=== block 1 ===
Figure 1. The metal 3 layer (block 1).
Scale bar: 20 µm.
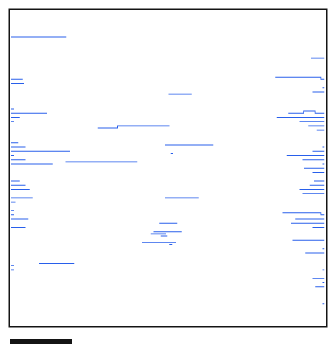
Figure 2. A small window of the routed layout (block 1).
Window x 31 to 71, y 10 to 50 µm. Cells in grey, sequential cells in the stronger grey; small squares are vias.
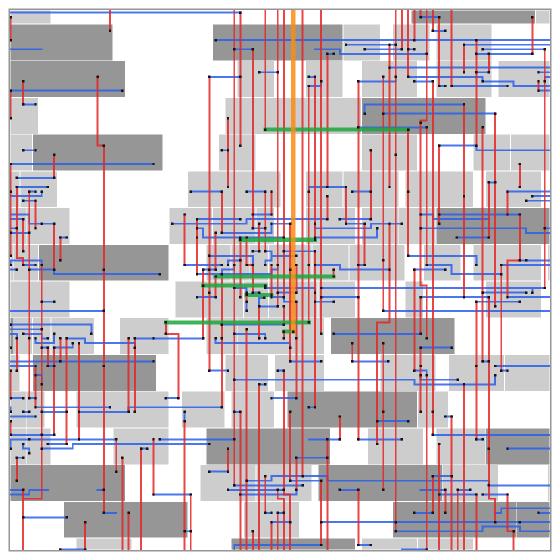
Figure 3. Clock distribution (block 1).
Scale bar: 20 µm.
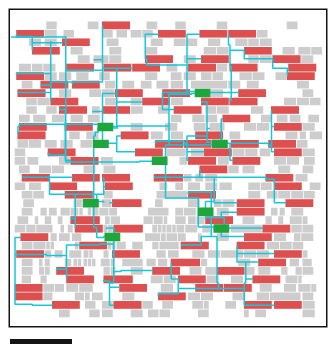
$ cat config.mk
export PLATFORM = sky130hd
export DESIGN_NAME = pipe_stage_buf
export DESIGN_NICKNAME = d
export VERILOG_FILES = /design/src/rtl/pipe_stage_buf.sv
export SDC_FILE = /design/constraint.sdc
export NUM_CORES = 1
export LEC_CHECK = 0
export CAP_MARGIN = 0
export CORE_UTILIZATION = 45
export CTS_CLUSTER_DIAMETER = 100
export DETAILED_ROUTE_END_ITERATION = 16
export GPL_TIMING_DRIVEN = 0
export PLACE_DENSITY_LB_ADDON = 0.08
export REMOVE_ABC_BUFFERS = 1
export SLEW_MARGIN = 20
export SYNTH_ARGS = -nofsm -noshare
export SYNTH_HDL_FRONTEND = slang
export SYNTH_SLANG_ARGS = --single-unit
$ cat constraint.sdc
create_clock -name clk -period 2 [get_ports clk]
set_input_delay 0.6 -clock clk [delete_from_list [all_inputs] [get_ports clk]]
set_output_delay 0.6 -clock clk [all_outputs]
set_load 0.005 [all_outputs]
$ cat src/rtl/pipe_stage_buf.sv
// Pipeline-stage boundary register carrying a data word and a control word over valid/ready.
// Optional 2-entry skid buffer (SKID=1) registers in_ready; bubbles always present a zero control word.
module pipe_stage_buf #(
   parameter int unsigned DATA_W      = 32,
   parameter int unsigned CTRL_W      = 8,
   parameter int unsigned SKID        = 1,
   parameter int unsigned STALL_CNT_W = 16
) (
   input  logic                   clk,
   input  logic                   rst,
   input  logic                   flush,
   input  logic                   in_valid,
   output logic                   in_ready,
   input  logic [DATA_W-1:0]      in_data,
   input  logic [CTRL_W-1:0]      in_ctrl,
   output logic                   out_valid,
   input  logic                   out_ready,
   output logic [DATA_W-1:0]      out_data,
   output logic [CTRL_W-1:0]      out_ctrl,
   output logic [1:0]             occupancy,
   output logic [STALL_CNT_W-1:0] stall_cnt
);

   typedef enum logic [1:0] {
      ST_EMPTY = 2'd0,
      ST_ONE   = 2'd1,
      ST_TWO   = 2'd2
   } state_e;

   state_e                 state_q,     state_d;
   logic [DATA_W-1:0]      main_data_q, main_data_d;
   logic [CTRL_W-1:0]      main_ctrl_q, main_ctrl_d;
   logic [DATA_W-1:0]      skid_data_q, skid_data_d;
   logic [CTRL_W-1:0]      skid_ctrl_q, skid_ctrl_d;
   logic [STALL_CNT_W-1:0] stall_cnt_q, stall_cnt_d;

   logic acc;
   logic pop;

   // Handshake and output decode, all from the state register except the SKID=0 ready path.
   always_comb begin
      out_valid = (state_q != ST_EMPTY);
      if (SKID != 0) begin
         in_ready = (state_q != ST_TWO);
      end else begin
         in_ready = !out_valid || out_ready;
      end
      acc       = in_valid && in_ready;
      pop       = out_valid && out_ready;
      out_data  = main_data_q;
      out_ctrl  = out_valid ? main_ctrl_q : '0;
      unique case (state_q)
         ST_ONE:  occupancy = 2'd1;
         ST_TWO:  occupancy = 2'd2;
         default: occupancy = 2'd0;
      endcase
   end

   always_comb begin
      // NOTE: every variable gets a default before any branch, so no path can infer a latch.
      state_d     = state_q;
      main_data_d = main_data_q;
      main_ctrl_d = main_ctrl_q;
      skid_data_d = skid_data_q;
      skid_ctrl_d = skid_ctrl_q;

      // Flush wins outright: the offered input is not captured, so out_data keeps its old value.
      if (flush) begin
         state_d = ST_EMPTY;
      end else begin
         unique case (state_q)
            ST_EMPTY: begin
               if (acc) begin
                  state_d     = ST_ONE;
                  main_data_d = in_data;
                  main_ctrl_d = in_ctrl;
               end
            end
            ST_ONE: begin
               if (acc && pop) begin
                  main_data_d = in_data;
                  main_ctrl_d = in_ctrl;
               end else if (pop) begin
                  state_d = ST_EMPTY;
               end else if (acc && (SKID != 0)) begin
                  state_d     = ST_TWO;
                  skid_data_d = in_data;
                  skid_ctrl_d = in_ctrl;
               end
            end
            ST_TWO: begin
               if (pop) begin
                  state_d     = ST_ONE;
                  main_data_d = skid_data_q;
                  main_ctrl_d = skid_ctrl_q;
               end
            end
            default: state_d = ST_EMPTY;
         endcase
      end
   end

   // Stall counter saturates and is independent of flush.
   always_comb begin
      stall_cnt_d = stall_cnt_q;
      if (out_valid && !out_ready && (stall_cnt_q != '1)) begin
         stall_cnt_d = stall_cnt_q + STALL_CNT_W'(1);
      end
   end

   // NOTE: datapath registers are reset as well, so out_data reads 0 after reset instead of X.
   always_ff @(posedge clk or negedge rst) begin
      if (!rst) begin
         state_q     <= ST_EMPTY;
         main_data_q <= '0;
         main_ctrl_q <= '0;
         skid_data_q <= '0;
         skid_ctrl_q <= '0;
         stall_cnt_q <= '0;
      end else begin
         // NOTE: non-blocking assignments only, so every flop samples pre-edge values.
         state_q     <= state_d;
         main_data_q <= main_data_d;
         main_ctrl_q <= main_ctrl_d;
         skid_data_q <= skid_data_d;
         skid_ctrl_q <= skid_ctrl_d;
         stall_cnt_q <= stall_cnt_d;
      end
   end

   assign stall_cnt = stall_cnt_q;

endmodule

==> deck_impl_summary.md <==
Synthesis and Place & Route Summary

Placed design
  • Placed Area: between 5000 and 6000 µm²
  • Place WS: -0.669 ns

Synthesis
  • Largest type area fraction: between 50% and 60%
  • Yosys cell count: about 320
  • Top comb family, area: multiplexers
  • Simple share: 6.60%
  • Most common reg cell: dfrtp_1
  • Synth area leader: dfrtp_1
  • Netlist cell types: 33
  • Yosys warns: 0
  • Xor/xnor share: 2.16%

Final layout
  • Filler cells: approximately 740
  • Diodes inserted: 0

Timing
  • Fin Hold WS: 0.115 ns
  • Final setup viols: 0
  • Slew Limit Fails: 0
  • Slew Limit Headroom: 71.3%

Floorplanning
  • Cell Rows: 35

Clock tree
  • Post-CTS setup repair buffer count: 18
  • Total CTS buffers: 9

Worst setup path
  • Required time worst endpoint: 1.40 ns
  • Worst path buffer plus inverter count: 3

Routing
  • Via density: just over 5
  • Wirelength per Cell: 16.0 µm
  • Routed wl met3: 416 µm

Min path
  • HP Class: in -> async

Status
  • Status: completed

Global route
  • GRT overflow: 0
  • Busiest grt layer: met2
  • First-pass GRT wire length: 14900 µm
  • Initial antenna violation count: 0
About Figure 1:
share of all routed wire: 4.5%
main direction: horizontal
wire length on this layer: 417 µm
nets with wire on the layer: 64

About Figure 2:
[met3] green
[met2] red
[met1] blue
[met4] orange
cells with their middle in the window: 86
netlist names of flops here include: stall_cnt (5), skid_data_q (4), main_ctrl_q (3)
sequential cells in the window: 16
most frequent: mux2_2 (13), dfrtp_1 (11), buf_4 (11)

About Figure 3:
[flip-flops] red | count: 98
[cells driving clock nets] green | count: 9
[clock wires] cyan | length: 1180 µm
flops lie: spread over the die
routed clock nets: 10

==> cell type report <==
cell class | instances | share of cell area, %
clock buffers | 13 | 2.61
inverters | 4 | 0.287
repair buffers | 127 | 21.3
clock inverters | 3 | 0.390
flip-flops and latches | 98 | 40.4
well taps | 129 | 2.65
multi-input cells | 205 | 32.4
==> registers in the layout, summed over array words and instances, names as in the netlist <==
register     cells
stall_cnt       16
main_ctrl_q      8
state_q          2
skid_data_q     32
out_data        32
skid_ctrl_q      8
==> power by group <==
part	internal, mW	total, mW	switching (mW)
Clock	0.525	1.19	0.665
Sequential	2.42	2.66	0.238
Combinational	0.874	1.29	0.415

=== block 2 ===
File: src/rtl/io_entrada_responder.sv
// Device-side responder for the CPU IN instruction: synchronises and debounces the board
// button, waits for an operator-confirmed switch value and returns it with a valid pulse.
// Optional feature: define IO_TIMEOUT_EN to bound the wait for a press to TIMEOUT_CYCLES.
module io_entrada_responder #(
    parameter int unsigned DEBOUNCE_CYCLES = 50000,
    parameter int unsigned DATA_W          = 32,
    parameter int unsigned TIMEOUT_CYCLES  = 1000000
) (
    input  logic              clock,
    input  logic              reset,
    input  logic              botaoIN,
    input  logic [3:0]        entradaDeDados,
    input  logic              req_in,
    output logic [DATA_W-1:0] dado_lido,
    output logic              dado_valido,
    output logic              ocupado,
    output logic              ledin,
    output logic              timeout
);

    localparam int unsigned DbW = (DEBOUNCE_CYCLES > 2) ? $clog2(DEBOUNCE_CYCLES) : 1;

    typedef enum logic [2:0] {
        StIdle,
        StArm,
        StWaitPress,
        StDone,
        StWaitReqLow
    } state_e;

    state_e            state_q, state_d;
    logic              btn_s1_q, btn_s2_q;
    logic [3:0]        sw_s1_q, sw_s2_q;
    logic [DbW-1:0]    db_cnt_q;
    logic              btn_db_q, btn_db_prev_q;
    logic              press_q;
    logic [DATA_W-1:0] dado_lido_q;
    logic              cap_press, cap_timeout;
    logic              timeout_hit;

    // Two-flop synchronisers for the asynchronous button and switches
    always_ff @(posedge clock) begin
        if (reset) begin
            btn_s1_q <= 1'b0;
            btn_s2_q <= 1'b0;
            sw_s1_q  <= 4'h0;
            sw_s2_q  <= 4'h0;
        end else begin
            btn_s1_q <= botaoIN;
            btn_s2_q <= btn_s1_q;
            sw_s1_q  <= entradaDeDados;
            sw_s2_q  <= sw_s1_q;
        end
    end

    // Debounce: btn_db follows the synced button only after DEBOUNCE_CYCLES differing cycles;
    // press is a registered rising-edge pulse of the debounced level
    always_ff @(posedge clock) begin
        if (reset) begin
            db_cnt_q      <= '0;
            btn_db_q      <= 1'b0;
            btn_db_prev_q <= 1'b0;
            press_q       <= 1'b0;
        end else begin
            if (btn_s2_q != btn_db_q) begin
                if (db_cnt_q == DbW'(DEBOUNCE_CYCLES - 1)) begin
                    btn_db_q <= ~btn_db_q;
                    db_cnt_q <= '0;
                end else begin
                    db_cnt_q <= db_cnt_q + 1'b1;
                end
            end else begin
                db_cnt_q <= '0;
            end
            btn_db_prev_q <= btn_db_q;
            press_q       <= btn_db_q & ~btn_db_prev_q;
        end
    end

`ifdef IO_TIMEOUT_EN
    localparam int unsigned TmW = (TIMEOUT_CYCLES > 2) ? $clog2(TIMEOUT_CYCLES) : 1;

    logic [TmW-1:0] wait_cnt_q;
    logic           timeout_q;

    assign timeout_hit = (wait_cnt_q == TmW'(TIMEOUT_CYCLES - 1));
    assign timeout     = timeout_q;

    // Wait counter runs only in WAIT_PRESS, so it restarts from zero on every entry
    always_ff @(posedge clock) begin
        if (reset) begin
            wait_cnt_q <= '0;
            timeout_q  <= 1'b0;
        end else begin
            wait_cnt_q <= (state_q == StWaitPress) ? wait_cnt_q + 1'b1 : '0;
            timeout_q  <= cap_timeout;
        end
    end
`else
    logic unused_timeout_cfg;

    assign unused_timeout_cfg = ^TIMEOUT_CYCLES;
    assign timeout_hit        = 1'b0;
    assign timeout            = 1'b0;
`endif

    // FSM state register
    always_ff @(posedge clock) begin
        if (reset) begin
            state_q <= StIdle;
        end else begin
            state_q <= state_d;
        end
    end

    // Next state; a falling request in WAIT_PRESS beats a simultaneous press or timeout
    always_comb begin
        state_d     = state_q;
        cap_press   = 1'b0;
        cap_timeout = 1'b0;
        unique case (state_q)
            StIdle: begin
                if (req_in) state_d = StArm;
            end
            StArm: begin
                if (!req_in) begin
                    state_d = StIdle;
                end else if (!btn_db_q) begin
                    state_d = StWaitPress;
                end
            end
            StWaitPress: begin
                if (!req_in) begin
                    state_d = StIdle;
                end else if (press_q) begin
                    state_d   = StDone;
                    cap_press = 1'b1;
                end else if (timeout_hit) begin
                    state_d     = StDone;
                    cap_timeout = 1'b1;
                end
            end
            StDone: begin
                state_d = StWaitReqLow;
            end
            StWaitReqLow: begin
                if (!req_in) state_d = StIdle;
            end
            default: begin
                state_d = StIdle;
            end
        endcase
    end

    // Captured word: switches on a press, zero on a timeout, otherwise held
    always_ff @(posedge clock) begin
        if (reset) begin
            dado_lido_q <= '0;
        end else if (cap_press) begin
            dado_lido_q <= DATA_W'(sw_s2_q);
        end else if (cap_timeout) begin
            dado_lido_q <= '0;
        end
    end

    // Outputs decoded from the current state
    always_comb begin
        dado_lido   = dado_lido_q;
        dado_valido = (state_q == StDone);
        ocupado     = (state_q == StArm) || (state_q == StWaitPress);
        ledin       = (state_q == StArm) || (state_q == StWaitPress);
    end

endmodule

File: config.mk
export PLATFORM = sky130hd
export DESIGN_NAME = io_entrada_responder
export DESIGN_NICKNAME = d
export VERILOG_FILES = /design/src/rtl/io_entrada_responder.sv
export SDC_FILE = /design/constraint.sdc
export NUM_CORES = 1
export LEC_CHECK = 0
export CORE_MARGIN = 5
export CORE_UTILIZATION = 45
export CTS_CLUSTER_SIZE = 25
export DETAILED_ROUTE_END_ITERATION = 10
export GPL_TIMING_DRIVEN = 0
export PLACE_DENSITY = 0.75
export SLEW_MARGIN = 20
export SYNTH_ARGS = -nofsm -noshare
export SYNTH_HDL_FRONTEND = slang
export SYNTH_SLANG_ARGS = --single-unit
File: constraint.sdc
create_clock -name clock -period 2.11 [get_ports clock]
set_input_delay 0.422 -clock clock [delete_from_list [all_inputs] [get_ports clock]]
set_output_delay 0.422 -clock clock [all_outputs]
set_load 0.01 [all_outputs]
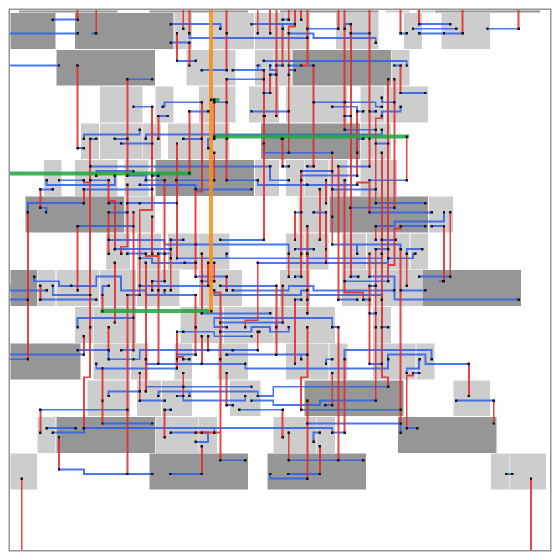
Figure 4: block 2, a small window of the routed layout.
Window x 15 to 55, y 1 to 41 µm. Cells in grey, sequential cells in the stronger grey; small squares are vias.
[met1] blue
[met2] red
[met4] orange
[met3] green
most frequent: nor2_1 (17), dfxtp_1 (14), xnor2_1 (8)
sequential cells in the window: 14
cells with their middle in the window: 93
netlist names of flops here include: db_cnt_q (13), btn_s2_q (1)

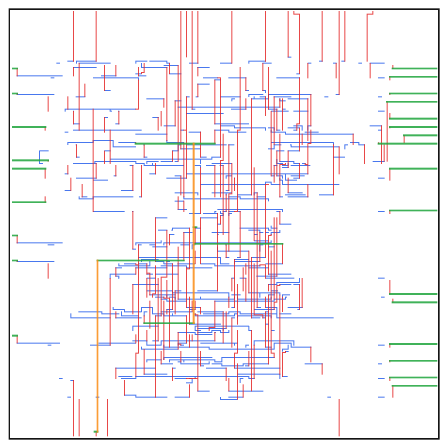
Figure 5: block 2, wiring by layer.
[met4] orange | wire length: 57.1 µm
[met3] green | wire length: 195 µm
[met2] red | wire length: 1170 µm
[met1] blue | wire length: 1140 µm

==> deck_impl_summary.md <==
Synthesis and Place & Route Summary

Global route
  • Vias in the first global route: 1043
  • Initial antenna violation count: 0
  • Busiest grt layer: met2

Synthesis
  • Largest type area fraction: roughly 45%
  • Top cells by area: dfxtp_1, buf_4, nor2_1
  • Post-Syn Area: roughly 1600 µm²

Routing
  • WL met1: 1140 µm
  • Initial DRT Pass Iterations: 3
  • Total number of vias: 1144

Final layout
  • Non-clk buf share: 19.8%
  • Clk_buf instances: 5
  • Clock buf/inv share: 2.86%

Status
  • Status: completed

Clock tree
  • Clock sink count: 36
  • Post-CTS resize count: 1

Placed design
  • Place WS: 0.151 ns
  • Final HPWL from detailed placement: 1890 µm

Worst setup path
  • CP Cell Sequence: nor2b_2 -> and2_1 -> clkdlybuf4s50_1
  • Family with the most delay on the worst path: buffers and inverters

Power and ir drop
  • Cell Int Power: 885 µW
  • PwrDens: about 600 nW/µm²
Yosys cell counts:
cell	count
nor2_1	26
mux2i_1	6
xnor2_1	9
ha_1	1
nor4b_1	2
dfxtp_1	36
and3_1	3
o21ai_0	1
or3_1	1
nand4_1	5
nand2_1	5
nor2b_1	14
clkbuf_1	3
and4b_1	1
buf_4	31
nor4_1	2
xor2_1	5
and2_2	1
and2_1	1
and4_1	1
o41ai_1	1
a31oi_1	1
or4b_1	1
inv_1	4
conb_1	1
buf_2	1
nand4_2	1
nor3_1	2
nand3_1	5
a21oi_1	4

=== block 3 ===
Figure 6. Cell placement (block 3).
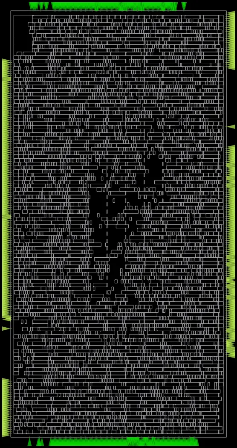
Figure 7. A small window of the routed layout (block 3).
Window x 60 to 100, y 75 to 115 µm. Cells in grey, sequential cells in the stronger grey; small squares are vias.
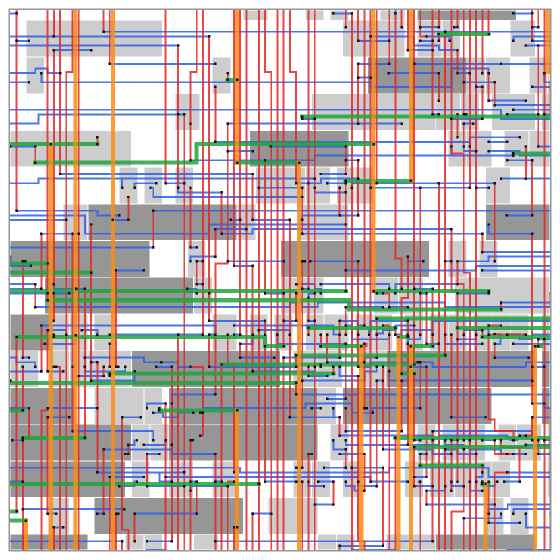
File: src/rtl/fft16_ser_if.sv
// Stream interface carrying one complex FFT bin per transfer.
// Signals:
//   out_valid - producer holds a valid bin
//   out_ready - consumer accepts the current bin
//   out_addr  - 4-bit bin position
//   out_yr    - real part (WIDTH, signed)
//   out_yi    - imaginary part (WIDTH, signed)
//   out_last  - high with position 15
// master: producer side. slave: consumer side.
interface fft16_ser_if #(
    parameter int unsigned WIDTH = 16
);
    localparam int unsigned AW = 4;

    logic             out_valid;
    logic             out_ready;
    logic [AW-1:0]    out_addr;
    logic [WIDTH-1:0] out_yr;
    logic [WIDTH-1:0] out_yi;
    logic             out_last;

    modport master (
        output out_valid,
        output out_addr,
        output out_yr,
        output out_yi,
        output out_last,
        input  out_ready
    );

    modport slave (
        input  out_valid,
        input  out_addr,
        input  out_yr,
        input  out_yi,
        input  out_last,
        output out_ready
    );
endinterface

File: src/rtl/fft16_output_serializer.sv
// Snapshots 16 parallel complex FFT bins on a start pulse and streams
// them out one bin per valid/ready transfer, with bin address and last.
// Optional build macro FFT16_SER_BITREV_EN: position p reads snapshot
// bin bitrev4(p), turning bit-reversed network output into natural order.
// Ports:
//   clk        - rising-edge clock
//   rst        - synchronous reset, active-high
//   start      - one-cycle pulse; capture inputs and begin streaming
//   yr_in_flat - real bins, bin k at [k*WIDTH +: WIDTH]
//   yi_in_flat - imaginary bins, same packing
//   busy       - high in STREAM and DONE
//   done       - one-cycle pulse after the final transfer
//   ser        - output stream (fft16_ser_if master)
module fft16_output_serializer #(
    parameter int unsigned WIDTH = 16,
    parameter int unsigned N     = 16
) (
    input  logic                 clk,
    input  logic                 rst,
    input  logic                 start,
    input  logic [N*WIDTH-1:0]   yr_in_flat,
    input  logic [N*WIDTH-1:0]   yi_in_flat,
    output logic                 busy,
    output logic                 done,
    fft16_ser_if.master          ser
);
    localparam int unsigned AW = 4;
    localparam logic [AW-1:0] LAST_POS = AW'(N - 1);

    typedef enum logic [1:0] {
        S_IDLE,
        S_STREAM,
        S_DONE
    } state_t;

    state_t           state_q, state_d;
    logic [AW-1:0]    cnt_q, cnt_d;
    logic [WIDTH-1:0] snap_r [N];
    logic [WIDTH-1:0] snap_i [N];

    logic             capture;
    logic             busy_d;
    logic             done_d;
    logic             valid_d;
    logic [AW-1:0]    addr_d;
    logic [WIDTH-1:0] yr_d;
    logic [WIDTH-1:0] yi_d;
    logic             last_d;
    logic [AW-1:0]    nxt_pos;
    logic [AW-1:0]    nxt_src;

    // Snapshot index presented at output position p.
    function automatic logic [AW-1:0] src_idx(input logic [AW-1:0] p);
`ifdef FFT16_SER_BITREV_EN
        return {p[0], p[1], p[2], p[3]};
`else
        return p;
`endif
    endfunction

    assign nxt_pos = cnt_q + AW'(1);
    assign nxt_src = src_idx(nxt_pos);

    // State, counter and registered outputs.
    always_ff @(posedge clk) begin
        if (rst) begin
            state_q       <= S_IDLE;
            cnt_q         <= '0;
            busy          <= 1'b0;
            done          <= 1'b0;
            ser.out_valid <= 1'b0;
            ser.out_addr  <= '0;
            ser.out_yr    <= '0;
            ser.out_yi    <= '0;
            ser.out_last  <= 1'b0;
        end else begin
            state_q       <= state_d;
            cnt_q         <= cnt_d;
            busy          <= busy_d;
            done          <= done_d;
            ser.out_valid <= valid_d;
            ser.out_addr  <= addr_d;
            ser.out_yr    <= yr_d;
            ser.out_yi    <= yi_d;
            ser.out_last  <= last_d;
        end
    end

    // Snapshot capture; only written on an accepted start.
    always_ff @(posedge clk) begin
        if (rst) begin
            for (int k = 0; k < int'(N); k++) begin
                snap_r[k] <= '0;
                snap_i[k] <= '0;
            end
        end else if (capture) begin
            for (int k = 0; k < int'(N); k++) begin
                snap_r[k] <= yr_in_flat[k*WIDTH +: WIDTH];
                snap_i[k] <= yi_in_flat[k*WIDTH +: WIDTH];
            end
        end
    end

    // Next-state and next-output logic.
    always_comb begin
        state_d = state_q;
        cnt_d   = cnt_q;
        capture = 1'b0;
        busy_d  = busy;
        done_d  = 1'b0;
        valid_d = ser.out_valid;
        addr_d  = ser.out_addr;
        yr_d    = ser.out_yr;
        yi_d    = ser.out_yi;
        last_d  = ser.out_last;

        case (state_q)
            S_IDLE: begin
                valid_d = 1'b0;
                busy_d  = 1'b0;
                if (start) begin
                    // First bin comes straight from the inputs being
                    // captured; position 0 maps to bin 0 in both builds.
                    capture = 1'b1;
                    state_d = S_STREAM;
                    cnt_d   = '0;
                    busy_d  = 1'b1;
                    valid_d = 1'b1;
                    addr_d  = '0;
                    yr_d    = yr_in_flat[WIDTH-1:0];
                    yi_d    = yi_in_flat[WIDTH-1:0];
                    last_d  = 1'b0;
                end
            end

            S_STREAM: begin
                if (ser.out_valid && ser.out_ready) begin
                    if (cnt_q == LAST_POS) begin
                        valid_d = 1'b0;
                        done_d  = 1'b1;
                        state_d = S_DONE;
                    end else begin
                        cnt_d  = nxt_pos;
                        addr_d = nxt_pos;
                        yr_d   = snap_r[nxt_src];
                        yi_d   = snap_i[nxt_src];
                        last_d = (nxt_pos == LAST_POS);
                    end
                end
            end

            S_DONE: begin
                // start seen here is ignored; only IDLE accepts it.
                busy_d  = 1'b0;
                state_d = S_IDLE;
            end

            default: begin
                state_d = S_IDLE;
                busy_d  = 1'b0;
                valid_d = 1'b0;
            end
        endcase
    end
endmodule
File: src/flat_wrapper.sv
// flat-port wrapper written by rule: the top's interface ports become plain ports
module fft16_output_serializer_flat 
#(
    parameter int unsigned WIDTH = 16,
    parameter int unsigned N     = 16
)
  (clk, rst, start, yr_in_flat, yi_in_flat, busy, done, ser_out_valid, ser_out_addr, ser_out_yr, ser_out_yi, ser_out_last, ser_out_ready);
  fft16_ser_if #(.WIDTH(WIDTH)) ser_i ();
  input  logic clk;
  input  logic rst;
  input  logic start;
  input  logic [N*WIDTH-1:0] yr_in_flat;
  input  logic [N*WIDTH-1:0] yi_in_flat;
  output logic busy;
  output logic done;
  output wire logic [$bits(ser_i.out_valid)-1:0] ser_out_valid;
  output wire logic [$bits(ser_i.out_addr)-1:0] ser_out_addr;
  output wire logic [$bits(ser_i.out_yr)-1:0] ser_out_yr;
  output wire logic [$bits(ser_i.out_yi)-1:0] ser_out_yi;
  output wire logic [$bits(ser_i.out_last)-1:0] ser_out_last;
  input wire logic [$bits(ser_i.out_ready)-1:0] ser_out_ready;
  assign ser_out_valid = ser_i.out_valid;
  assign ser_out_addr = ser_i.out_addr;
  assign ser_out_yr = ser_i.out_yr;
  assign ser_out_yi = ser_i.out_yi;
  assign ser_out_last = ser_i.out_last;
  assign ser_i.out_ready = ser_out_ready;
  fft16_output_serializer #(.WIDTH(WIDTH), .N(N)) u_core (.clk(clk), .rst(rst), .start(start), .yr_in_flat(yr_in_flat), .yi_in_flat(yi_in_flat), .busy(busy), .done(done), .ser(ser_i));
endmodule
File: config.mk
export PLATFORM = sky130hd
export DESIGN_NAME = fft16_output_serializer_flat
export DESIGN_NICKNAME = d
export VERILOG_FILES = /design/src/rtl/fft16_ser_if.sv /design/src/rtl/fft16_output_serializer.sv /design/src/flat_wrapper.sv
export SDC_FILE = /design/constraint.sdc
export NUM_CORES = 1
export LEC_CHECK = 0
export ABC_AREA = 1
export CAP_MARGIN = 20
export CORE_ASPECT_RATIO = 2
export CORE_MARGIN = 2
export CORE_UTILIZATION = 56
export DETAILED_ROUTE_END_ITERATION = 7
export GPL_TIMING_DRIVEN = 0
export PLACE_DENSITY_LB_ADDON = 0.3
export SETUP_SLACK_MARGIN = 0.2
export SLEW_MARGIN = 20
export SYNTH_ARGS = -nofsm -noshare
export SYNTH_HDL_FRONTEND = slang
export SYNTH_SLANG_ARGS = --single-unit
File: constraint.sdc
create_clock -name clk -period 49.3 [get_ports clk]
set_clock_uncertainty 0.2 [all_clocks]
set_input_delay 14.79 -clock clk [delete_from_list [all_inputs] [get_ports clk]]
set_output_delay 14.79 -clock clk [all_outputs]
set_load 0.05 [all_outputs]
==> deck_impl_summary.md <==
Synthesis and Place & Route Summary

Status
  • Status: completed

Final layout
  • Logic inverters: about 800
  • Filler cells: 3551
  • FFs & Latches: approximately 550
  • Comb area share: between 20% and 30%
  • Comb_multi_in: roughly 1800
  • Nets: 4441
  • Non-clk buf share: 18.6%

Flow run
  • Max-capacitance violation count: 0

Floorplanning
  • Core Util at FP: between 50% and 60%

Placed design
  • IO Port Bufs: roughly 550

Synthesis
  • Number of enable flip-flop cells: 512
  • Ys flops: 554
  • Register area share after synthesis: 59.4%

Routing
  • DR top layer: met5
  • Total number of vias: 24100
  • DRC Markers: 0

Timing
  • Slew Limit Fails: 0
  • Setup slack after layout: 32.30 ns

Global route
  • Largest net degree at the start of global routing: 63

Clock tree
  • Post-CTS setup repair buffer count: 0
Notes on Figure 6 above:
fin cells: 4601
fin util: 73.7%
Tap Count: 638

Notes on Figure 7 above:
[met2] red
[met3] green
[met1] blue
[met4] orange
sequential cells in the window: 15
cells with their middle in the window: 104
most frequent: nand2_1 (30), nand3_1 (15), edfxtp_1 (12)
netlist names of flops here include: u_core.snap_i (6), u_core.snap_r (6), u_core.ser.out_addr (2)

## kinds of logic (layout without fill, tap and decap cells)
group | count (synthesis) | in the layout | share of synthesized area (%)
adders and majority gates | 2 | 2 | 0.0917
AOI/OAI and AO/OA | 74 | 74 | 1.36
other | 0 | 3 | 0
DFF | 554 | 554 | 59.4
xor gates and xnor gates | 3 | 3 | 0.124
and+or+nand+nor | 1720 | 1720 | 25.3
buffers and inverters | 956 | 1607 | 13.7
## power breakdown
group	switching [mW]	internal, mW	total (mW)
clock network	0.179	0.225	0.404
registers	0.0125	0.560	0.572
logic	0.105	0.0717	0.176
total	0.297	0.856	1.15

No activity file was given, so power comes from the tool's default toggle rates.
